# ---- t5_muldiv ----
t5_muldiv, signal wires on met1:
Drawn at 1.5 px/micron.
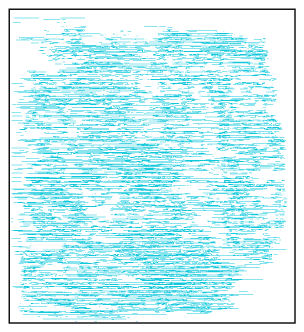

File: src/rtl/t5_muldiv.sv
// t5_muldiv: iterative RV M-extension multiply/divide unit.
// Multiply is a shift-add on a 2*XLEN accumulator. Divide is a restoring
// division that yields one quotient bit per cycle. Both operate on operand
// magnitudes, and a final SIGN cycle applies the recorded result signs.
module t5_muldiv #(
  parameter int XLEN = 32,
  parameter int TAGW = 2
) (
  input  logic            sclk,
  input  logic            srst,
  input  logic            sena,
  input  logic            dkil,
  input  logic            dstb,
  input  logic [2:0]      dfn3,
  input  logic [XLEN-1:0] dop1,
  input  logic [XLEN-1:0] dop2,
  input  logic [TAGW-1:0] dtag,
  output logic            xbsy,
  output logic            xrdy,
  output logic [XLEN-1:0] xres,
  output logic [TAGW-1:0] xtag
);

  localparam int CW = $clog2(XLEN);

  typedef enum logic [1:0] {IDLE, CALC, SIGN, DONE} state_t;

  state_t              state_q, state_d;
  logic [CW-1:0]       cnt_q, cnt_d;
  logic [2:0]          fn_q, fn_d;
  logic [2*XLEN-1:0]   acc_q, acc_d;
  logic [XLEN-1:0]     dvs_q, dvs_d;
  logic                negp_q, negp_d;
  logic                negr_q, negr_d;
  logic [TAGW-1:0]     tag_q, tag_d;
  logic [XLEN-1:0]     xres_q, xres_d;
  logic [TAGW-1:0]     xtag_q, xtag_d;
  logic                xbsy_q, xbsy_d;
  logic                xrdy_q, xrdy_d;

  // Operand signedness, magnitudes and special-case detection at accept time.
  logic            sgn1, sgn2, s1, s2;
  logic [XLEN-1:0] mag1, mag2;
  logic            div_zero, div_ovf;

  assign sgn1 = (dfn3 == 3'd1) || (dfn3 == 3'd2) || (dfn3 == 3'd4) || (dfn3 == 3'd6);
  assign sgn2 = (dfn3 == 3'd1) || (dfn3 == 3'd4) || (dfn3 == 3'd6);
  assign s1   = sgn1 & dop1[XLEN-1];
  assign s2   = sgn2 & dop2[XLEN-1];
  assign mag1 = s1 ? (~dop1 + 1'b1) : dop1;
  assign mag2 = s2 ? (~dop2 + 1'b1) : dop2;
  assign div_zero = dfn3[2] && (dop2 == '0);
  assign div_ovf  = dfn3[2] && !dfn3[0] && (dop1 == {1'b1, {(XLEN-1){1'b0}}})
                    && (dop2 == {XLEN{1'b1}});

  // One shift-add multiply step: add the multiplicand when the multiplier LSB
  // is set, then shift the whole accumulator right, keeping the carry.
  logic [XLEN:0]     mul_sum;
  logic [2*XLEN-1:0] mul_step;

  assign mul_sum  = {1'b0, acc_q[2*XLEN-1:XLEN]} + (acc_q[0] ? {1'b0, dvs_q} : {(XLEN+1){1'b0}});
  assign mul_step = {mul_sum, acc_q[XLEN-1:1]};

  // One restoring divide step: the upper half is the partial remainder, the
  // lower half shifts the dividend out and the quotient bits in.
  logic [XLEN:0]     div_shift;
  logic [XLEN:0]     div_diff;
  logic [2*XLEN-1:0] div_step;

  assign div_shift = {acc_q[2*XLEN-1:XLEN], acc_q[XLEN-1]};
  assign div_diff  = div_shift - {1'b0, dvs_q};
  assign div_step  = div_diff[XLEN]
                   ? {div_shift[XLEN-1:0], acc_q[XLEN-2:0], 1'b0}
                   : {div_diff[XLEN-1:0],  acc_q[XLEN-2:0], 1'b1};

  // Sign fix-up and result selection used in the SIGN cycle.
  logic [2*XLEN-1:0] prod_fix;
  logic [XLEN-1:0]   quo_fix, rem_fix, sign_res;

  assign prod_fix = negp_q ? (~acc_q + 1'b1) : acc_q;
  assign quo_fix  = negp_q ? (~acc_q[XLEN-1:0] + 1'b1) : acc_q[XLEN-1:0];
  assign rem_fix  = negr_q ? (~acc_q[2*XLEN-1:XLEN] + 1'b1) : acc_q[2*XLEN-1:XLEN];

  // Pick the low product, high product, quotient or remainder by funct3.
  always_comb begin
    sign_res = prod_fix[XLEN-1:0];
    case (fn_q)
      3'd0:             sign_res = prod_fix[XLEN-1:0];
      3'd1, 3'd2, 3'd3: sign_res = prod_fix[2*XLEN-1:XLEN];
      3'd4, 3'd5:       sign_res = quo_fix;
      default:          sign_res = rem_fix;
    endcase
  end

  // Next-state logic; nothing moves unless the pipeline is enabled, and a
  // flush beats a simultaneous start.
  always_comb begin
    state_d = state_q;
    cnt_d   = cnt_q;
    fn_d    = fn_q;
    acc_d   = acc_q;
    dvs_d   = dvs_q;
    negp_d  = negp_q;
    negr_d  = negr_q;
    tag_d   = tag_q;
    xres_d  = xres_q;
    xtag_d  = xtag_q;
    if (sena) begin
      if (dkil) begin
        state_d = IDLE;
      end else begin
        case (state_q)
          IDLE, DONE: begin
            state_d = IDLE;
            if (dstb) begin
              fn_d   = dfn3;
              tag_d  = dtag;
              negp_d = s1 ^ s2;
              negr_d = s1;
              cnt_d  = CW'(XLEN-1);
              if (dfn3[2]) begin
                acc_d = {{XLEN{1'b0}}, mag1};
                dvs_d = mag2;
              end else begin
                acc_d = {{XLEN{1'b0}}, mag2};
                dvs_d = mag1;
              end
              if (div_zero) begin
                state_d = DONE;
                xres_d  = dfn3[1] ? dop1 : {XLEN{1'b1}};
                xtag_d  = dtag;
              end else if (div_ovf) begin
                state_d = DONE;
                xres_d  = dfn3[1] ? {XLEN{1'b0}} : dop1;
                xtag_d  = dtag;
              end else begin
                state_d = CALC;
              end
            end
          end
          CALC: begin
            acc_d = fn_q[2] ? div_step : mul_step;
            if (cnt_q == '0) state_d = SIGN;
            else cnt_d = cnt_q - 1'b1;
          end
          SIGN: begin
            xres_d  = sign_res;
            xtag_d  = tag_q;
            state_d = DONE;
          end
          default: state_d = IDLE;
        endcase
      end
    end
    xbsy_d = (state_d == CALC) || (state_d == SIGN);
    xrdy_d = (state_d == DONE);
  end

  // State and datapath registers with synchronous reset.
  always_ff @(posedge sclk) begin
    if (srst) begin
      state_q <= IDLE;
      cnt_q   <= '0;
      fn_q    <= '0;
      acc_q   <= '0;
      dvs_q   <= '0;
      negp_q  <= 1'b0;
      negr_q  <= 1'b0;
      tag_q   <= '0;
      xres_q  <= '0;
      xtag_q  <= '0;
      xbsy_q  <= 1'b0;
      xrdy_q  <= 1'b0;
    end else begin
      state_q <= state_d;
      cnt_q   <= cnt_d;
      fn_q    <= fn_d;
      acc_q   <= acc_d;
      dvs_q   <= dvs_d;
      negp_q  <= negp_d;
      negr_q  <= negr_d;
      tag_q   <= tag_d;
      xres_q  <= xres_d;
      xtag_q  <= xtag_d;
      xbsy_q  <= xbsy_d;
      xrdy_q  <= xrdy_d;
    end
  end

  assign xbsy = xbsy_q;
  assign xrdy = xrdy_q;
  assign xres = xres_q;
  assign xtag = xtag_q;

endmodule
File: config.mk
export PLATFORM = sky130hd
export DESIGN_NAME = t5_muldiv
export DESIGN_NICKNAME = d
export VERILOG_FILES = /design/src/rtl/t5_muldiv.sv
export SDC_FILE = /design/constraint.sdc
export NUM_CORES = 1
export LEC_CHECK = 0
export CAP_MARGIN = 0
export CORE_ASPECT_RATIO = 1.1
export CORE_MARGIN = 1.5
export CORE_UTILIZATION = 40
export CTS_CLUSTER_DIAMETER = 30
export DETAILED_ROUTE_END_ITERATION = 8
export MAX_ROUTING_LAYER = met4
export SLEW_MARGIN = 0
export SYNTH_ARGS = -nofsm -noshare
export SYNTH_HDL_FRONTEND = slang
export SYNTH_SLANG_ARGS = --single-unit
File: constraint.sdc
create_clock -name sclk -period 4.44 [get_ports sclk]
set_input_delay 0.444 -clock sclk [delete_from_list [all_inputs] [get_ports sclk]]
set_output_delay 0.444 -clock sclk [all_outputs]
set_load 0.05 [all_outputs]
# ---- ice_pll_seq ----
==> src/rtl/ice_pll_seq.sv <==
// ice_pll_seq: iCE40 PLL bring-up and supervision sequencer (PLL reset, lock wait, stability, retry).
// Build option ICE_PLL_BYPASS_FALLBACK_EN: after retries run the PLL domain from the bypass path.
module ice_pll_seq #(
  parameter int RESET_CYCLES  = 16,
  parameter int LOCK_TIMEOUT  = 4096,
  parameter int STABLE_CYCLES = 64,
  parameter int MAX_RETRIES   = 3,
  parameter int CNT_W         = 13
) (
  input  logic       i_clk,
  input  logic       i_reset,
  input  logic       i_pll_lock,
  output logic       o_pll_resetb,
  output logic       o_pll_bypass,
  output logic       o_domain_reset,
  output logic       o_ready,
  output logic       o_fail,
  output logic [7:0] o_lost_cnt,
  output logic [2:0] o_state
);

  // state  | meaning
  // PRST   | PLL held in reset for RESET_CYCLES
  // WAIT   | PLL released, waiting for synced lock or timeout
  // STABLE | counting consecutive lock cycles
  // RUN    | domain out of reset, supervising lock
  // RETRY  | one-cycle retry bookkeeping
  // FAIL   | retries exhausted, parked until reset
  // BYPASS | retries exhausted, domain clocked via PLL bypass
  typedef enum logic [2:0] {
    S_PRST   = 3'd0,
    S_WAIT   = 3'd1,
    S_STABLE = 3'd2,
    S_RUN    = 3'd3,
    S_RETRY  = 3'd4,
    S_FAIL   = 3'd5,
    S_BYPASS = 3'd6
  } state_t;

  localparam int RTR_W     = $clog2(MAX_RETRIES + 1);
  localparam int BYP_PULSE = 8;

  state_t             r_state;
  logic [CNT_W-1:0]   r_cnt;
  logic [RTR_W-1:0]   r_retries;
  logic [7:0]         r_lost;
  logic               r_lock_meta;
  logic               r_lock_s;
  logic               r_pll_resetb;
  logic               r_pll_bypass;
  logic               r_domain_reset;
  logic               r_ready;
  logic               r_fail;

  logic [CNT_W-1:0]   w_cnt_inc;
  logic [RTR_W-1:0]   w_retries_inc;
  logic [7:0]         w_lost_sat;

  assign w_cnt_inc     = r_cnt + 1'b1;
  assign w_retries_inc = r_retries + 1'b1;
  assign w_lost_sat    = (r_lost == 8'hFF) ? r_lost : r_lost + 8'd1;

  always_ff @(posedge i_clk) begin
    if (i_reset) begin
      r_state        <= S_PRST;
      r_cnt          <= '0;
      r_retries      <= '0;
      r_lost         <= '0;
      r_lock_meta    <= 1'b0;
      r_lock_s       <= 1'b0;
      r_pll_resetb   <= 1'b0;
      r_pll_bypass   <= 1'b0;
      r_domain_reset <= 1'b1;
      r_ready        <= 1'b0;
      r_fail         <= 1'b0;
    end else begin
      r_lock_meta <= i_pll_lock;
      r_lock_s    <= r_lock_meta;
      case (r_state)
        S_PRST: begin
          if (w_cnt_inc == CNT_W'(RESET_CYCLES)) begin
            r_state      <= S_WAIT;
            r_cnt        <= '0;
            r_pll_resetb <= 1'b1;
          end else begin
            r_cnt <= w_cnt_inc;
          end
        end
        // lock is checked before the timeout so a coincident lock wins
        S_WAIT: begin
          if (r_lock_s) begin
            r_state <= S_STABLE;
            r_cnt   <= '0;
          end else if (w_cnt_inc == CNT_W'(LOCK_TIMEOUT)) begin
            r_state <= S_RETRY;
            r_cnt   <= '0;
          end else begin
            r_cnt <= w_cnt_inc;
          end
        end
        S_STABLE: begin
          if (!r_lock_s) begin
            r_state <= S_WAIT;
            r_cnt   <= '0;
          end else if (w_cnt_inc == CNT_W'(STABLE_CYCLES)) begin
            r_state        <= S_RUN;
            r_cnt          <= '0;
            r_ready        <= 1'b1;
            r_domain_reset <= 1'b0;
          end else begin
            r_cnt <= w_cnt_inc;
          end
        end
        S_RUN: begin
          if (!r_lock_s) begin
            r_state        <= S_PRST;
            r_cnt          <= '0;
            r_ready        <= 1'b0;
            r_domain_reset <= 1'b1;
            r_pll_resetb   <= 1'b0;
            r_lost         <= w_lost_sat;
            r_retries      <= '0;
          end
        end
        S_RETRY: begin
          r_retries    <= w_retries_inc;
          r_cnt        <= '0;
          r_pll_resetb <= 1'b0;
          if (w_retries_inc == RTR_W'(MAX_RETRIES)) begin
`ifdef ICE_PLL_BYPASS_FALLBACK_EN
            r_state      <= S_BYPASS;
            r_pll_bypass <= 1'b1;
            r_fail       <= 1'b1;
`else
            r_state <= S_FAIL;
            r_fail  <= 1'b1;
`endif
          end else begin
            r_state <= S_PRST;
          end
        end
`ifdef ICE_PLL_BYPASS_FALLBACK_EN
        // domain reset pulse while the bypassed clock settles, then hold
        S_BYPASS: begin
          if (!r_ready) begin
            r_cnt <= w_cnt_inc;
            if (w_cnt_inc == CNT_W'(BYP_PULSE)) begin
              r_ready        <= 1'b1;
              r_domain_reset <= 1'b0;
            end
          end
        end
`else
        S_FAIL: begin
          r_state <= S_FAIL;
        end
`endif
        default: begin
          r_state        <= S_PRST;
          r_cnt          <= '0;
          r_pll_resetb   <= 1'b0;
          r_pll_bypass   <= 1'b0;
          r_domain_reset <= 1'b1;
          r_ready        <= 1'b0;
          r_fail         <= 1'b0;
        end
      endcase
    end
  end

  assign o_pll_resetb   = r_pll_resetb;
  assign o_pll_bypass   = r_pll_bypass;
  assign o_domain_reset = r_domain_reset;
  assign o_ready        = r_ready;
  assign o_fail         = r_fail;
  assign o_lost_cnt     = r_lost;
  assign o_state        = r_state;

endmodule
==> config.mk <==
export PLATFORM = sky130hd
export DESIGN_NAME = ice_pll_seq
export DESIGN_NICKNAME = d
export VERILOG_FILES = /design/src/rtl/ice_pll_seq.sv
export SDC_FILE = /design/constraint.sdc
export NUM_CORES = 1
export LEC_CHECK = 0
export CAP_MARGIN = 20
export CORE_MARGIN = 3
export CORE_UTILIZATION = 51
export DETAILED_ROUTE_END_ITERATION = 7
export HOLD_SLACK_MARGIN = 0.08
export PLACE_DENSITY = 0.73
export SYNTH_ARGS = -nofsm -noshare
export SYNTH_HDL_FRONTEND = slang
export SYNTH_SLANG_ARGS = --single-unit
==> constraint.sdc <==
create_clock -name i_clk -period 2.19 [get_ports i_clk]
set_input_delay 0.3285 -clock i_clk [delete_from_list [all_inputs] [get_ports i_clk]]
set_output_delay 0.3285 -clock i_clk [all_outputs]
set_load 0.005 [all_outputs]
# ---- uart_rs232_rx ----
`src/rtl/uart_pkg.sv`:
```
// Shared UART definitions: receiver state encoding, frame-size limits and
// the data-bit-count clamp (also used by the transmitter so both ends agree
// on what an illegal NBits value means).
package uart_pkg;

  typedef enum logic [1:0] {
    IDLE  = 2'd0,
    START = 2'd1,
    DATA  = 2'd2,
    STOP  = 2'd3
  } rx_state_e;

  localparam int NBITS_MIN          = 5;
  localparam int NBITS_MAX          = 8;
  localparam int OVERSAMPLE_DEFAULT = 16;

  // Out-of-range frame sizes fall back to a full byte.
  function automatic logic [3:0] clamp_nbits(input logic [3:0] n);
    if (n < 4'(NBITS_MIN) || n > 4'(NBITS_MAX)) return 4'(NBITS_MAX);
    return n;
  endfunction

endpackage

```
`src/rtl/uart_sync.sv`:
```
// Metastability synchronizer: STAGES-deep flop chain, resets to 1 so an
// idle-high serial line shows no spurious edge when reset is released.
// Ports:
//   clk_i   system clock
//   rst_ni  asynchronous active-low reset
//   d_i     asynchronous input
//   q_o     synchronized output
module uart_sync #(
  parameter int STAGES = 2
) (
  input  logic clk_i,
  input  logic rst_ni,
  input  logic d_i,
  output logic q_o
);

  logic [STAGES-1:0] sync_q;

  always_ff @(posedge clk_i or negedge rst_ni) begin
    if (!rst_ni) sync_q <= '1;
    else         sync_q <= {sync_q[STAGES-2:0], d_i};
  end

  assign q_o = sync_q[STAGES-1];

endmodule

```
`src/rtl/uart_rs232_rx.sv`:
```
// RS-232 UART receiver. Recovers 5..8-bit LSB-first frames (1 start,
// N data, 1 stop, no parity) using a shared oversample Tick strobe.
// Ports:
//   Clk       system clock (only clock)
//   Rst_n     asynchronous active-low reset
//   RxEn      receive enable; low aborts any frame in progress
//   Rx        asynchronous serial line, idles high
//   Tick      oversample strobe, one Clk wide
//   NBits     data bits per frame (5..8, others treated as 8)
//   RxData    received data, right-aligned, unused MSBs zero
//   RxDone    one-Clk pulse per completed frame
//   FrameErr  stop bit of the last completed frame was low
module uart_rs232_rx
  import uart_pkg::*;
#(
  parameter int OVERSAMPLE  = OVERSAMPLE_DEFAULT,
  parameter int SYNC_STAGES = 2
) (
  input  logic       Clk,
  input  logic       Rst_n,
  input  logic       RxEn,
  input  logic       Rx,
  input  logic       Tick,
  input  logic [3:0] NBits,
  output logic [7:0] RxData,
  output logic       RxDone,
  output logic       FrameErr
);

  localparam int TW = $clog2(OVERSAMPLE);
  localparam logic [TW-1:0] TICK_MID  = TW'(OVERSAMPLE/2 - 1);
  localparam logic [TW-1:0] TICK_LAST = TW'(OVERSAMPLE - 1);

  logic          rxs, rxs_d_q, fall;
  rx_state_e     state_q, state_d;
  logic [TW-1:0] tick_q, tick_d;
  logic [2:0]    bit_q, bit_d;
  logic [3:0]    nb_q, nb_d;
  logic [2:0]    nb_last;
  logic [7:0]    sr_q, sr_d;
  logic [7:0]    data_q, data_d;
  logic          ferr_q, ferr_d;
  logic          done_q, done_d;

  uart_sync #(.STAGES(SYNC_STAGES)) u_sync (
    .clk_i  (Clk),
    .rst_ni (Rst_n),
    .d_i    (Rx),
    .q_o    (rxs)
  );

  assign fall    = rxs_d_q & ~rxs;
  assign nb_last = 3'(nb_q - 4'd1);

  always_comb begin
    state_d = state_q;
    tick_d  = tick_q;
    bit_d   = bit_q;
    nb_d    = nb_q;
    sr_d    = sr_q;
    data_d  = data_q;
    ferr_d  = ferr_q;
    done_d  = 1'b0;
    if (!RxEn && state_q != IDLE) begin
      // Abort: drop the frame, outputs keep the last delivered values.
      state_d = IDLE;
      tick_d  = '0;
      bit_d   = '0;
    end else begin
      unique case (state_q)
        IDLE: begin
          if (RxEn && fall) begin
            state_d = START;
            tick_d  = '0;
            bit_d   = '0;
            nb_d    = clamp_nbits(NBits);
          end
        end
        START: begin
          if (Tick) begin
            if (tick_q == TICK_MID) begin
              // Line back high at mid start bit means a glitch, not a frame.
              tick_d  = '0;
              state_d = rxs ? IDLE : DATA;
            end else begin
              tick_d = tick_q + 1'b1;
            end
          end
        end
        DATA: begin
          if (Tick) begin
            tick_d = tick_q + 1'b1;
            if (tick_q == TICK_LAST) begin
              sr_d  = {rxs, sr_q[7:1]};
              bit_d = bit_q + 1'b1;
              if (bit_q == nb_last) begin
                state_d = STOP;
                tick_d  = '0;
              end
            end
          end
        end
        STOP: begin
          if (Tick) begin
            tick_d = tick_q + 1'b1;
            if (tick_q == TICK_LAST) begin
              // Short frames sit in the top nb bits of sr; right-align them.
              data_d  = sr_q >> (4'd8 - nb_q);
              ferr_d  = ~rxs;
              done_d  = 1'b1;
              state_d = IDLE;
            end
          end
        end
        default: state_d = IDLE;
      endcase
    end
  end

  always_ff @(posedge Clk or negedge Rst_n) begin
    if (!Rst_n) begin
      rxs_d_q <= 1'b1;
      state_q <= IDLE;
      tick_q  <= '0;
      bit_q   <= '0;
      nb_q    <= 4'(NBITS_MAX);
      sr_q    <= '0;
      data_q  <= '0;
      ferr_q  <= 1'b0;
      done_q  <= 1'b0;
    end else begin
      rxs_d_q <= rxs;
      state_q <= state_d;
      tick_q  <= tick_d;
      bit_q   <= bit_d;
      nb_q    <= nb_d;
      sr_q    <= sr_d;
      data_q  <= data_d;
      ferr_q  <= ferr_d;
      done_q  <= done_d;
    end
  end

  assign RxData   = data_q;
  assign RxDone   = done_q;
  assign FrameErr = ferr_q;

endmodule

```
`config.mk`:
```
export PLATFORM = sky130hd
export DESIGN_NAME = uart_rs232_rx
export DESIGN_NICKNAME = d
export VERILOG_FILES = /design/src/rtl/uart_pkg.sv /design/src/rtl/uart_sync.sv /design/src/rtl/uart_rs232_rx.sv
export SDC_FILE = /design/constraint.sdc
export NUM_CORES = 1
export LEC_CHECK = 0
export CORE_ASPECT_RATIO = 0.5
export CORE_MARGIN = 3
export CORE_UTILIZATION = 40
export CTS_CLUSTER_DIAMETER = 50
export DETAILED_ROUTE_END_ITERATION = 6
export PLACE_DENSITY = 0.61
export SYNTH_ARGS = -nofsm -noshare
export SYNTH_HDL_FRONTEND = slang
export SYNTH_SLANG_ARGS = --single-unit
export TNS_END_PERCENT = 20
```
`constraint.sdc`:
```
create_clock -name Clk -period 2.2 [get_ports Clk]
set_clock_uncertainty 0.1 [all_clocks]
set_input_delay 0.44 -clock Clk [delete_from_list [all_inputs] [get_ports Clk]]
set_output_delay 0.44 -clock Clk [all_outputs]
set_load 0.005 [all_outputs]
```
# ---- id_stage_pipe ----
==> src/rtl/riscv_pkg.sv <==
// Shared RV decode constants for the ID stage.
// Contents: major opcodes, ALU operation class codes, load/store funct3 width
// encodings, and a helper that turns a width code into a byte-enable mask.
package riscv_pkg;

   localparam logic [6:0] OPC_OP     = 7'b0110011;
   localparam logic [6:0] OPC_OP_IMM = 7'b0010011;
   localparam logic [6:0] OPC_LUI    = 7'b0110111;
   localparam logic [6:0] OPC_AUIPC  = 7'b0010111;
   localparam logic [6:0] OPC_LOAD   = 7'b0000011;
   localparam logic [6:0] OPC_STORE  = 7'b0100011;

   localparam logic [7:0] ALUOP_NOP    = 8'd0;
   localparam logic [7:0] ALUOP_OP     = 8'd1;
   localparam logic [7:0] ALUOP_OP_IMM = 8'd2;
   localparam logic [7:0] ALUOP_LUI    = 8'd3;
   localparam logic [7:0] ALUOP_AUIPC  = 8'd4;
   localparam logic [7:0] ALUOP_LOAD   = 8'd5;
   localparam logic [7:0] ALUOP_STORE  = 8'd6;

   localparam logic [2:0] F3_B  = 3'b000;
   localparam logic [2:0] F3_H  = 3'b001;
   localparam logic [2:0] F3_W  = 3'b010;
   localparam logic [2:0] F3_D  = 3'b011;
   localparam logic [2:0] F3_SR = 3'b101;   // shift-right group, inst[30] picks arith/logical

   // Width code -> byte-enable mask for a 64-bit lane; callers truncate for XLEN=32.
   function automatic logic [7:0] be_from_width(input logic [1:0] width);
      logic [7:0] be;
      case (width)
         2'b00:   be = 8'h01;
         2'b01:   be = 8'h03;
         2'b10:   be = 8'h0F;
         default: be = 8'hFF;
      endcase
      return be;
   endfunction

endpackage

==> src/rtl/id_fwd_mux.sv <==
// Operand source select for one register read port.
// Ports: rs_addr_i (architectural register), rf_data_i (regfile read data),
// fwd_we_i/fwd_addr_i/fwd_data_i (flattened forwarding sources, index 0 is
// the nearest stage), rs_val_o (selected operand).
// x0 always reads zero; otherwise the lowest-index matching source wins.
module id_fwd_mux #(
   parameter int XLEN    = 64,
   parameter int NUM_FWD = 2
) (
   input  logic [4:0]              rs_addr_i,
   input  logic [XLEN-1:0]         rf_data_i,
   input  logic [NUM_FWD-1:0]      fwd_we_i,
   input  logic [5*NUM_FWD-1:0]    fwd_addr_i,
   input  logic [XLEN*NUM_FWD-1:0] fwd_data_i,
   output logic [XLEN-1:0]         rs_val_o
);

   // Walk from the farthest source down so the nearest match is assigned last.
   always_comb begin
      rs_val_o = rf_data_i;
      for (int i = NUM_FWD - 1; i >= 0; i--) begin
         if (fwd_we_i[i] && (fwd_addr_i[5*i +: 5] == rs_addr_i)) begin
            rs_val_o = fwd_data_i[XLEN*i +: XLEN];
         end
      end
      if (rs_addr_i == 5'd0) begin
         rs_val_o = '0;
      end
   end

endmodule

==> src/rtl/id_stage_pipe.sv <==
// Registered instruction-decode stage feeding the ID/EX pipeline register.
// Ports: clk/rst_n; fetch side in_valid/in_ready/in_inst/in_pc; flush;
// regfile rs1_addr/rs2_addr/rs1_data/rs2_data; forwarding fwd_we/fwd_addr/
// fwd_data; load-use inputs ex_is_load/ex_rd; EX side out_valid/out_ready
// and the decoded out_* payload.
// Decodes OP, OP_IMM, LUI, AUIPC, LOAD, STORE; anything else is passed down
// as a valid op with out_illegal set so the trap is taken in order.
module id_stage_pipe
   import riscv_pkg::*;
#(
   parameter int XLEN    = 64,
   parameter int NUM_FWD = 2
) (
   input  logic                    clk,
   input  logic                    rst_n,
   input  logic                    in_valid,
   output logic                    in_ready,
   input  logic [31:0]             in_inst,
   input  logic [XLEN-1:0]         in_pc,
   input  logic                    flush,
   output logic [4:0]              rs1_addr,
   output logic [4:0]              rs2_addr,
   input  logic [XLEN-1:0]         rs1_data,
   input  logic [XLEN-1:0]         rs2_data,
   input  logic [NUM_FWD-1:0]      fwd_we,
   input  logic [5*NUM_FWD-1:0]    fwd_addr,
   input  logic [XLEN*NUM_FWD-1:0] fwd_data,
   input  logic                    ex_is_load,
   input  logic [4:0]              ex_rd,
   output logic                    out_valid,
   input  logic                    out_ready,
   output logic [7:0]              out_aluop,
   output logic [3:0]              out_alusel,
   output logic [XLEN-1:0]         out_op1,
   output logic [XLEN-1:0]         out_op2,
   output logic [4:0]              out_rd,
   output logic                    out_we,
   output logic                    out_mem_valid,
   output logic                    out_mem_rw,
   output logic [XLEN-1:0]         out_mem_data,
   output logic [XLEN/8-1:0]       out_mem_be,
   output logic                    out_mem_unsigned,
   output logic                    out_illegal,
   output logic [XLEN-1:0]         out_pc
);

   localparam int BE_W = XLEN / 8;

   logic [6:0]      opcode;
   logic [2:0]      funct3;
   logic [4:0]      rd;
   logic [XLEN-1:0] rs1_val, rs2_val;
   logic [XLEN-1:0] imm_i, imm_s, imm_u;
   logic [7:0]      be_full;
   logic            wide_on_rv32;
   logic            uses_rs1, uses_rs2, hazard, capture;

   logic [7:0]      aluop_d,  aluop_q;
   logic [3:0]      alusel_d, alusel_q;
   logic [XLEN-1:0] op1_d,    op1_q;
   logic [XLEN-1:0] op2_d,    op2_q;
   logic            we_d,     we_q;
   logic            mv_d,     mv_q;
   logic            rw_d,     rw_q;
   logic [XLEN-1:0] mdata_d,  mdata_q;
   logic [BE_W-1:0] be_d,     be_q;
   logic            uns_d,    uns_q;
   logic            ill_d,    ill_q;
   logic [4:0]      rd_q;
   logic [XLEN-1:0] pc_q;
   logic            valid_q;

   assign opcode   = in_inst[6:0];
   assign funct3   = in_inst[14:12];
   assign rd       = in_inst[11:7];
   assign rs1_addr = in_inst[19:15];
   assign rs2_addr = in_inst[24:20];

   assign imm_i   = XLEN'($signed(in_inst[31:20]));
   assign imm_s   = XLEN'($signed({in_inst[31:25], in_inst[11:7]}));
   assign imm_u   = XLEN'($signed({in_inst[31:12], 12'h000}));
   assign be_full = be_from_width(funct3[1:0]);
   assign wide_on_rv32 = (XLEN == 32) && (funct3 == F3_D);

   id_fwd_mux #(.XLEN(XLEN), .NUM_FWD(NUM_FWD)) u_fwd_rs1 (
      .rs_addr_i  (rs1_addr),
      .rf_data_i  (rs1_data),
      .fwd_we_i   (fwd_we),
      .fwd_addr_i (fwd_addr),
      .fwd_data_i (fwd_data),
      .rs_val_o   (rs1_val)
   );

   id_fwd_mux #(.XLEN(XLEN), .NUM_FWD(NUM_FWD)) u_fwd_rs2 (
      .rs_addr_i  (rs2_addr),
      .rf_data_i  (rs2_data),
      .fwd_we_i   (fwd_we),
      .fwd_addr_i (fwd_addr),
      .fwd_data_i (fwd_data),
      .rs_val_o   (rs2_val)
   );

   always_comb begin
      aluop_d  = ALUOP_NOP;
      alusel_d = 4'h0;
      op1_d    = '0;
      op2_d    = '0;
      we_d     = 1'b0;
      mv_d     = 1'b0;
      rw_d     = 1'b0;
      mdata_d  = '0;
      be_d     = '0;
      uns_d    = 1'b0;
      ill_d    = 1'b0;
      uses_rs1 = 1'b1;
      uses_rs2 = 1'b0;
      case (opcode)
         OPC_OP: begin
            aluop_d  = ALUOP_OP;
            alusel_d = {in_inst[30], funct3};
            op1_d    = rs1_val;
            op2_d    = rs2_val;
            we_d     = 1'b1;
            uses_rs2 = 1'b1;
         end
         OPC_OP_IMM: begin
            aluop_d  = ALUOP_OP_IMM;
            alusel_d = {(funct3 == F3_SR) ? in_inst[30] : 1'b0, funct3};
            op1_d    = rs1_val;
            op2_d    = imm_i;
            we_d     = 1'b1;
         end
         OPC_LUI: begin
            aluop_d  = ALUOP_LUI;
            op1_d    = imm_u;
            we_d     = 1'b1;
            uses_rs1 = 1'b0;
         end
         OPC_AUIPC: begin
            aluop_d  = ALUOP_AUIPC;
            op1_d    = in_pc;
            op2_d    = imm_u;
            we_d     = 1'b1;
            uses_rs1 = 1'b0;
         end
         OPC_LOAD: begin
            aluop_d = ALUOP_LOAD;
            op1_d   = rs1_val;
            op2_d   = imm_i;
            be_d    = be_full[BE_W-1:0];
            if ((funct3 == 3'b111) || wide_on_rv32) begin
               ill_d = 1'b1;
            end else begin
               we_d  = 1'b1;
               mv_d  = 1'b1;
               uns_d = funct3[2];
            end
         end
         OPC_STORE: begin
            aluop_d  = ALUOP_STORE;
            op1_d    = rs1_val;
            op2_d    = imm_s;
            mdata_d  = rs2_val;
            be_d     = be_full[BE_W-1:0];
            uses_rs2 = 1'b1;
            if (funct3[2] || wide_on_rv32) begin
               ill_d = 1'b1;
            end else begin
               mv_d = 1'b1;
               rw_d = 1'b1;
            end
         end
         default: ill_d = 1'b1;
      endcase
      if (rd == 5'd0) begin
         we_d = 1'b0;
      end
   end

   // Load data in EX is not forwardable yet; stall the consumer one cycle.
   assign hazard = in_valid && ex_is_load && (ex_rd != 5'd0) &&
                   ((uses_rs1 && (rs1_addr == ex_rd)) ||
                    (uses_rs2 && (rs2_addr == ex_rd)));

   assign in_ready = (!valid_q || out_ready) && !hazard;
   assign capture  = in_valid && in_ready && !flush;

   always_ff @(posedge clk or negedge rst_n) begin
      if (!rst_n) begin
         valid_q  <= 1'b0;
         aluop_q  <= '0;
         alusel_q <= '0;
         op1_q    <= '0;
         op2_q    <= '0;
         rd_q     <= '0;
         we_q     <= 1'b0;
         mv_q     <= 1'b0;
         rw_q     <= 1'b0;
         mdata_q  <= '0;
         be_q     <= '0;
         uns_q    <= 1'b0;
         ill_q    <= 1'b0;
         pc_q     <= '0;
      end else begin
         if (flush) begin
            valid_q <= 1'b0;
         end else if (!valid_q || out_ready) begin
            valid_q <= in_valid && !hazard;
         end
         if (capture) begin
            aluop_q  <= aluop_d;
            alusel_q <= alusel_d;
            op1_q    <= op1_d;
            op2_q    <= op2_d;
            rd_q     <= rd;
            we_q     <= we_d;
            mv_q     <= mv_d;
            rw_q     <= rw_d;
            mdata_q  <= mdata_d;
            be_q     <= be_d;
            uns_q    <= uns_d;
            ill_q    <= ill_d;
            pc_q     <= in_pc;
         end
      end
   end

   assign out_valid        = valid_q;
   assign out_aluop        = aluop_q;
   assign out_alusel       = alusel_q;
   assign out_op1          = op1_q;
   assign out_op2          = op2_q;
   assign out_rd           = rd_q;
   assign out_we           = we_q;
   assign out_mem_valid    = mv_q;
   assign out_mem_rw       = rw_q;
   assign out_mem_data     = mdata_q;
   assign out_mem_be       = be_q;
   assign out_mem_unsigned = uns_q;
   assign out_illegal      = ill_q;
   assign out_pc           = pc_q;

endmodule

==> config.mk <==
export PLATFORM = sky130hd
export DESIGN_NAME = id_stage_pipe
export DESIGN_NICKNAME = d
export VERILOG_FILES = /design/src/rtl/riscv_pkg.sv /design/src/rtl/id_fwd_mux.sv /design/src/rtl/id_stage_pipe.sv
export SDC_FILE = /design/constraint.sdc
export NUM_CORES = 1
export LEC_CHECK = 0
export ABC_CLOCK_PERIOD_IN_PS = 5300
export CORE_AREA = 5 5 258 260
export CTS_BUF_LIST = sky130_fd_sc_hd__clkbuf_16
export CTS_CLUSTER_SIZE = 24
export DETAILED_ROUTE_END_ITERATION = 10
export DIE_AREA = 0 0 263 265
export HOLD_SLACK_MARGIN = 0.02
export PLACE_DENSITY = 0.49
export SYNTH_ARGS = -nofsm -noshare
export SYNTH_HDL_FRONTEND = slang
export SYNTH_SLANG_ARGS = --single-unit
==> constraint.sdc <==
create_clock -name clk -period 5.3 [get_ports clk]
set_clock_uncertainty 0.15 [all_clocks]
set_input_delay 1.06 -clock clk [delete_from_list [all_inputs] [get_ports clk]]
set_output_delay 1.06 -clock clk [all_outputs]
set_load 0.02 [all_outputs]

==> gallery <==
Selected gate families.
Plate I
Drawn at 4 px/micron.
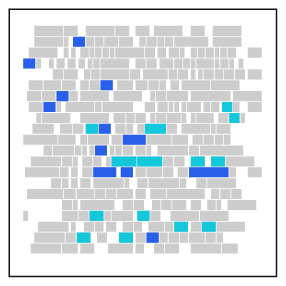
Plate II
Drawn at 1.5 px/micron.
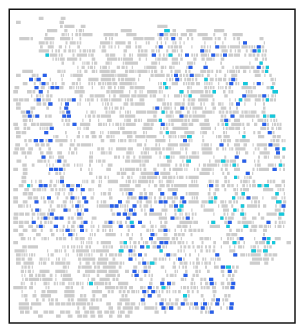
Plate III
Drawn at 4 px/micron.
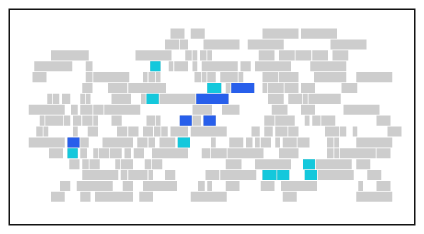
- largest die: Plate II
- smallest die: Plate I
| picture | from |
|---|---|
| Plate II | t5_muldiv |
| Plate I | ice_pll_seq |
| Plate III | uart_rs232_rx |

t5_muldiv, zoomed window:
Region (130, 144) to (155, 169) microns. Cells in grey, sequential cells in the stronger grey; small squares are vias.
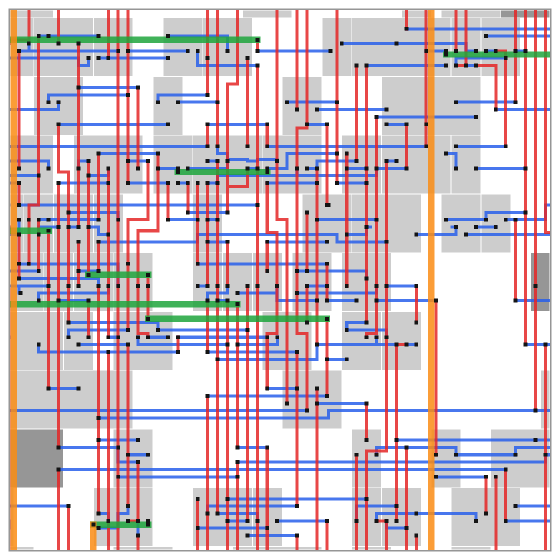
legend:
  met1:
    colour: blue
  met2:
    colour: red
  met3:
    colour: green
  met4:
    colour: orange
cells with their middle in the window: 55
sequential cells in the window: 0
most frequent: nand2_1 (9), a21oi_1 (9), nor2_1 (7)

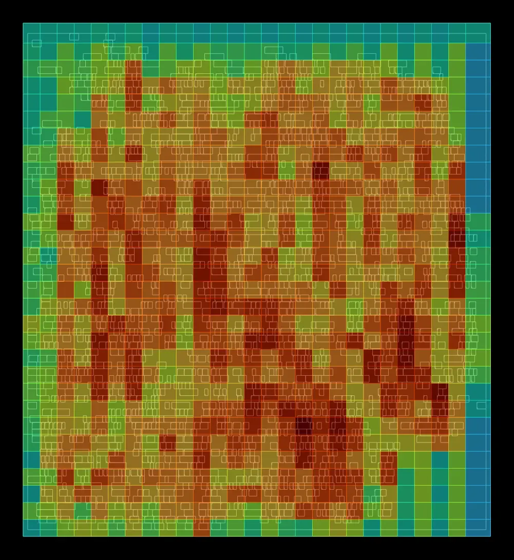
t5_muldiv: routing congestion map
DR WL/cell: 23.41 microns
most used routing layer: met2
met3 Resource Use GR: 4.352%
GRT met2 Usage: 52.04%
GR Util met1: 41.52%

Notes on 'signal wires on met1' of t5_muldiv above:
share of all routed wire: 42%
longest straight run: 95.7 microns
Via Count: 16,960
drt total wl: 64,320 microns

==> flow_summary_export.csv, t5_muldiv <==
group,metric,value,unit
worst_setup_path,worst_ep_required_time,4780,ps
worst_setup_path,criticalPathCategory,"reg -> reg",
floorplanning,tap_cells,494,
worst_setup_path,worst-path-max-fanout,11,
drt,vias_per_cell,6.173,
cells_and_area,ff_latch_area,0.002924,sq mm
pwr,comb_cell_power,1.22,mW
synthesis,fp_nets,2351,
global_route,grt_pass1_vias,15700,
pwr,finalPower,4.124,mW
min_path,holdPathStages,2,
worst_setup_path,r2r_setup_slack,530,ps
global_route,antenna_found_initial,1,
worst_setup_path,ff2ff_path_depth,11,
cells_and_area,design.seq.count,146,
place,dpl_cell_area,0.01697,sq mm
pwr,max-vdd-ir-drop,0.2691,mV
clock_tree,post-cts-setup-buffer-count,0,
place,hpwl,50580,microns
cells_and_area,fillers,3898,
timing,fin_skew,12.82,ps
pwr,p_comb_share,29.6,%
cells_and_area,largest_reg_flops,64,
min_path,min_to,"dvs_q[5]",
clock_tree,cts_sinks,146,
synthesis,ys_sh_adder,6.228,%
clock_tree,cts_tree,"yes",
pwr,power_density,235.0,mW/mm^2
synthesis,ys_sh_simple,24.80,%
drt,met1Wirelength,26880,microns
cells_and_area,comb_area,0.01146,sq mm
timing,maxSlewHeadroom,30.27,%
worst_setup_path,worstSetupPathDepth,11,
synthesis,syn_inst,2202,
outcome,status,"finished clean",
timing,finalCritPeriodShare,87.98,%
clock_tree,hold_buffers,0,
clock_tree,cts_root_buf,"clkbuf_16",
global_route,grt_max_degree,82,
pwr,power.switching,1.528,mW
synthesis,synth-main-ff-cell,"dfxtp_1",
floorplanning,fp.dieW,189.5,microns
worst_setup_path,path_buffers,1,
synthesis,ys_sh_mux,4.315,%
floorplanning,io_pins,110,
synthesis,avgSynthCellArea,6.952,sq um
cells_and_area,fin_nets,2390,
pwr,p_clk_share,36.6,%
timing,hold_violations,0,
t5_muldiv: cells in the mapped netlist (29+ instances only):
library cell	n	area [sq um]
a211oi_1	73	548.0
a21o_1	29	217.7
a21oi_1	190	950.9
clkbuf_1	143	536.8
dfxtp_1	146	2923
ha_1	73	913.4
inv_1	80	300.3
mux2i_1	48	480.5
nand2_1	192	720.7
nand2b_1	50	312.8
nor2_1	307	1152
nor3_1	72	360.4
o211ai_1	31	232.7
o21ai_0	137	685.7
o22ai_1	31	193.9
xnor2_1	93	814.5
xor2_1	85	744.5
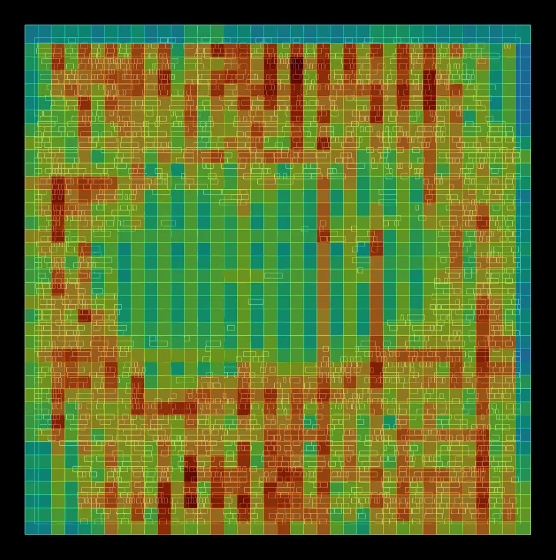
id_stage_pipe: routing congestion map
met3 Resource Use GR: 6.135%
most used routing layer: met2
GRT met2 Usage: 38.29%
GR Util met1: 29.15%
Core Util, Final: 38.21%

==> flow_summary_export.csv, id_stage_pipe <==
group,metric,value,unit
outcome,status,"finished clean",
clock_tree,cts_tree,"yes",
cells_and_area,clock_cell_area_share,4.751,%
timing,finalCritPeriodShare,86.88,%
floorplanning,core_area,0.06388,sq mm
pwr,power_density,252.7,mW/mm^2
drt,vias_per_cell,5.232,
floorplanning,fp.dieW,263,microns
clock_tree,cts_htree_levels,2,
min_path,hold_path_class,"reg -> reg",
cells_and_area,seq_share,28.50,%
clock_tree,clkLatencyLatePin,540,ps
pwr,comb_cell_power,1.38,mW
timing,hold_violations,0,
synthesis,syn_inst,1692,
clock_tree,clockBufferDepth,3,
place,portBuffers,667,
timing,rsz0062_at_grt,"false",
pwr,finalPower,6.170,mW
synthesis,syn_area,0.01577,sq mm
worst_setup_path,criticalPathCategory,"in -> out",
cells_and_area,area_growth,54.78,%
pwr,p_seq,2.32,mW
cells_and_area,logic_gates,1225,
cells_and_area,insertedDiodeCount,11,
global_route,antenna_found_initial,11,
timing,finalSetupViolCount,0,
synthesis,edf_count,0,
timing,max_freq,217.2,MHz
floorplanning,fp.dieH,265,microns
drt,ant_nets,0,
drt,wl_per_cell,27.00,microns
place,place.gp.congestion,0.8736,
synthesis,synth.most_common_cell,"nand2_1",
pwr,max-vdd-ir-drop,0.2263,mV
cells_and_area,comb_area,0.008009,sq mm
drt,drc_errors,0,
timing,period_needed,4604,ps
worst_setup_path,rr_startpoint,"out_valid",
-- id_stage_pipe: per-layer routing --
| layer | vias to the layer above | GRT usage [%] |
|---|---|---|
| met3 | 130 | 6.135 |
| met4 | 0 | 7.620 |
| li1 | 7320 | - |
| met5 | - | 0 |
| met1 | 8340 | 29.15 |
| met2 | 711 | 38.29 |
-- id_stage_pipe: kinds of logic after synthesis --
logic type      share of synthesized area (%)
simple gates                            14.35
mux                                     6.346
buf+inv                                 5.680
other cells                           0.02378
compound gates                          27.77
xor+xnor                                1.721
flops                                   44.11
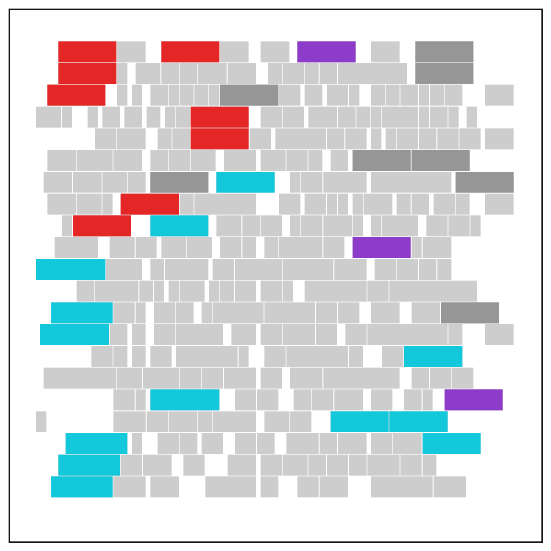
ice_pll_seq: sequential cells grouped by signal name
Drawn at 8 px/micron. Other sequential cells in the stronger grey, the rest of the logic in the fainter grey.
legend:
  r_cnt:
    colour: cyan
    flops: 13
  o_lost_cnt:
    colour: red
    flops: 8
    where: north-west
  o_state:
    colour: purple
    flops: 3
not coloured: 8
sequential power: 0.595 mW
Core Util, Final: 80.84%
Register Area: 656.9 sq um

==> flow_summary_export.csv, ice_pll_seq <==
group,metric,value,unit
synthesis,ys_warn_count,0,
synthesis,fp_nets,225,
pwr,p_int,0.8589,mW
outcome,status,"finished, violations left",
drt,firstDrtPassIters,4,
outcome,failed_checks,"negative setup slack",
drt,vias_per_cell,6.191,
timing,worst_slack,-200.7,ps
worst_setup_path,ff2ff_path_depth,9,
timing,finalSetupViolCount,16,
timing,fin_skew,6.850,ps
clock_tree,cts_root_buf,"clkbuf_4",
clock_tree,cts_htree_levels,2,
worst_setup_path,critPathMaxStageDelay,380,ps
synthesis,ys_top_cells_by_count,"dfxtp_1, nor2_1, a21oi_1, nand2_1",
synthesis,ys_types,50,
synthesis,synth-async-reset-ratio,0,%
synthesis,ys_sh_adder,2.688,%
cells_and_area,regMostFlops,"r_cnt",
synthesis,yosys.stat.seqShare,34.41,%
cells_and_area,seq_share,23.79,%
## ice_pll_seq: per-stage QoR
stage                     setup TNS [ps]  setup WS [ps]  utilization (%)  std cells  area (sq um)
final                              -2027         -200.7            80.84        324          2761
after global routing               -3045         -256.0            80.84        324          2761
after CTS                         -896.5         -118.4            72.71        312          2484
after detailed placement           -3338         -308.5            67.62        302          2310
after global placement             -1493         -161.0            67.62        302          2310
after floorplan                   -206.3         -31.61                -        218          1891
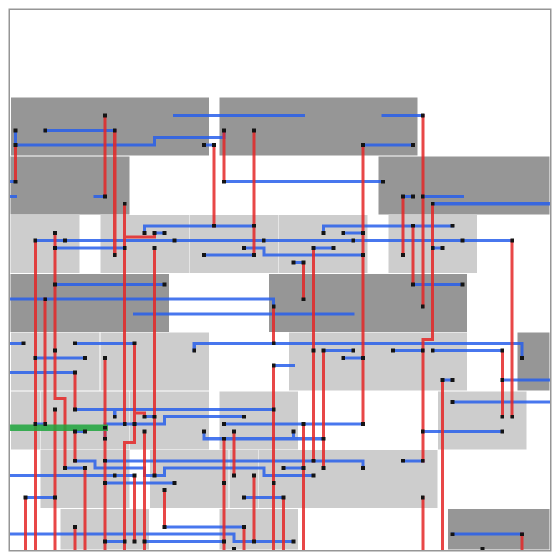
uart_rs232_rx: zoomed window
Region (63, 28) to (88, 53) microns. Cells in grey, sequential cells in the stronger grey; small squares are vias.
legend:
  met2:
    colour: red
  met1:
    colour: blue
  met3:
    colour: green
cells with their middle in the window: 26
netlist names of flops here include: sr_q (6), RxData (1)
most frequent: mux2_2 (10), dfrtp_1 (7), mux2i_1 (4)
sequential cells in the window: 7

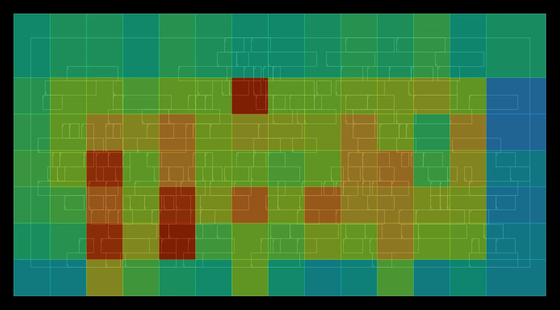
uart_rs232_rx: routing congestion map
GRT met2 Usage: 24.18%
DR WL/cell: 14.11 microns
Core Util, Final: 53.91%
GR Util met1: 21.53%

==> flow_summary_export.csv, uart_rs232_rx <==
group,metric,value,unit
outcome,status,"finished clean",
drt,wl_met3,182,microns
pwr,p_clk_share,25.0,%
cells_and_area,fin_nets,207,
clock_tree,clockBufferDepth,2,
pwr,p_int,1.272,mW
worst_setup_path,worst-path-max-fanout,6,
min_path,holdPathStages,0,
global_route,grt_most_used_layer,"met2",
cells_and_area,seq_share,38.49,%
worst_setup_path,path_cells,"ha_1, nand4_4, or4_4, nor2b_4, a32o_1",
timing,max_freq,509.3,MHz
clock_tree,cts_tree,"yes",
timing,finalSetupViolCount,0,
clock_tree,cts_htree_levels,2,
clock_tree,clkLatencyLatePin,280,ps
pwr,p_leak,1.027,nW
timing,slew_viol_final,0,
global_route,grt_pass1_vias,1347,
pwr,maxPowerGroup,"sequential cells",
cells_and_area,area_growth,23.15,%
synthesis,synth_top_area_share,41.58,%
drt,vias_per_cell,5.209,
floorplanning,rows,16,
job,warnings,27,
synthesis,synth-main-ff-cell,"dfrtp_1",
worst_setup_path,cp.arrival,2090,ps
pwr,power_density,864.8,mW/mm^2
timing,maxSlewHeadroom,70.89,%
synthesis,ys_top_cells_by_count,"dfrtp_1, nand2_1, o21ai_0, mux2_2, nor2_1",
synthesis,ys_sh_mux,14.41,%
synthesis,ys_sh_simple,15.32,%
min_path,hold_path_class,"reg -> reg",
drt,vias,1297,
worst_setup_path,r2r_setup_slack,240,ps
pwr,power.switching,0.6507,mW
worst_setup_path,cp_slowest_cell,"or4_4",
timing,finalCritPeriodShare,89.24,%
synthesis,ys_types,47,
timing,period_needed,1963,ps
synthesis,syn_area,0.001805,sq mm
cells_and_area,logic_gates,117,
drt,drt_iter0_drc,38,
cells_and_area,fin_cells,249,
pwr,finalPower,1.923,mW
pwr,p_seq,0.747,mW
clock_tree,cts_root_buf,"clkbuf_8",
drt,highest_layer,"met4",
floorplanning,dieArea,0.005405,sq mm
synthesis,synth-async-reset-ratio,100.0,%
-- uart_rs232_rx: registers in the layout (all words and copies together) (netlist names) --
register       cells
RxData             8
bit_q              3
nb_q               4
RxDone             1
FrameErr           1
rxs_d_q            1
tick_q             4
state_q            2
u_sync.sync_q      2
sr_q               8
-- uart_rs232_rx: worst max-delay path by stage --
stage	startpoint	endpoint	cells after the start
4_1_cts	nb_q[1]	tick_q[0]	6
3_3_place_gp	Tick	RxData[7]	5
2_1_floorplan	nb_q[0]	RxData[2]	7
5_1_grt	nb_q[1]	tick_q[0]	6
6_report	tick_q[0]	RxData[7]	5
3_5_place_dp	Tick	RxData[7]	5


==> notes/layouts.md <==
Pictures saved along the way, in no particular order.

Sequential cells grouped by signal name.
panel A
Drawn at 2 px/micron. Other sequential cells in the stronger grey, the rest of the logic in the fainter grey.
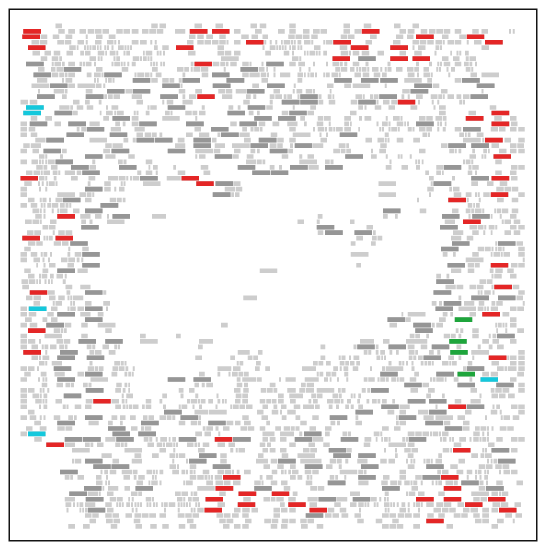
panel B
Drawn at 2 px/micron. Other sequential cells in the stronger grey, the rest of the logic in the fainter grey.
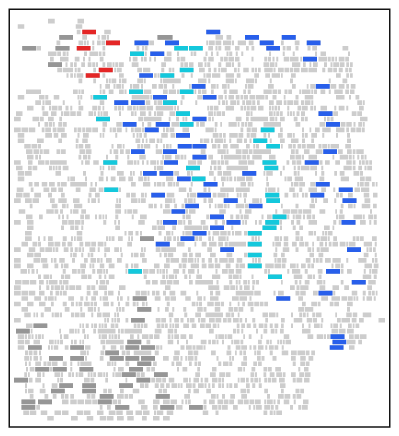
panel C
Drawn at 6 px/micron. Other sequential cells in the stronger grey, the rest of the logic in the fainter grey.
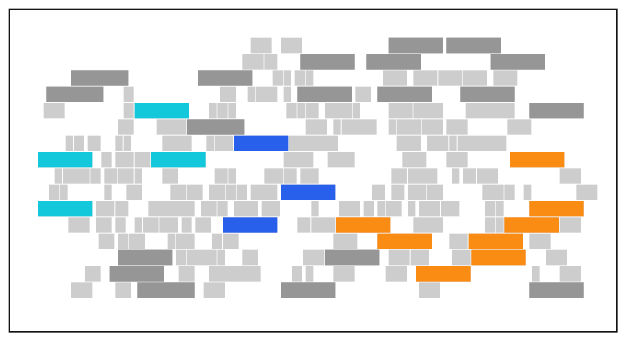
panel B -> t5_muldiv
panel C -> uart_rs232_rx
panel A -> id_stage_pipe

Key to panel B:
legend:
  cnt_q:
    colour: red
    flops: 5
    where: north-west
  acc_q:
    colour: blue
    flops: 64
  dvs_q:
    colour: cyan
    flops: 32


==> notes/layouts.md <==
Pictures saved along the way, in no particular order.

Signal wires on met1.
image #1
Drawn at 4 px/micron.
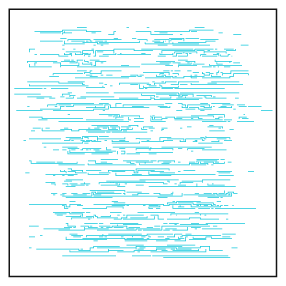
image #2
Drawn at 4 px/micron.
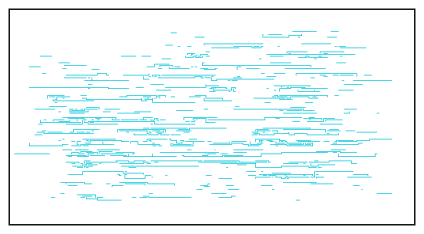
image #3
Drawn at 1 px/micron.
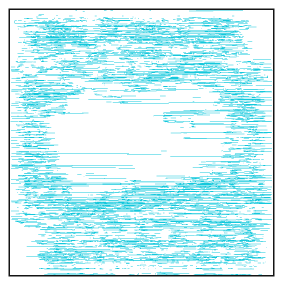
- largest die: image #3
id_stage_pipe: image #3
uart_rs232_rx: image #2
ice_pll_seq: image #1

Key to image #2:
main direction: horizontal
nets with wire on the layer: 190
wire length on this layer: 1,800 microns
share of all routed wire: 51%
longest straight run: 27.1 microns

No activity file was given, so power comes from the tool's default toggle rates.
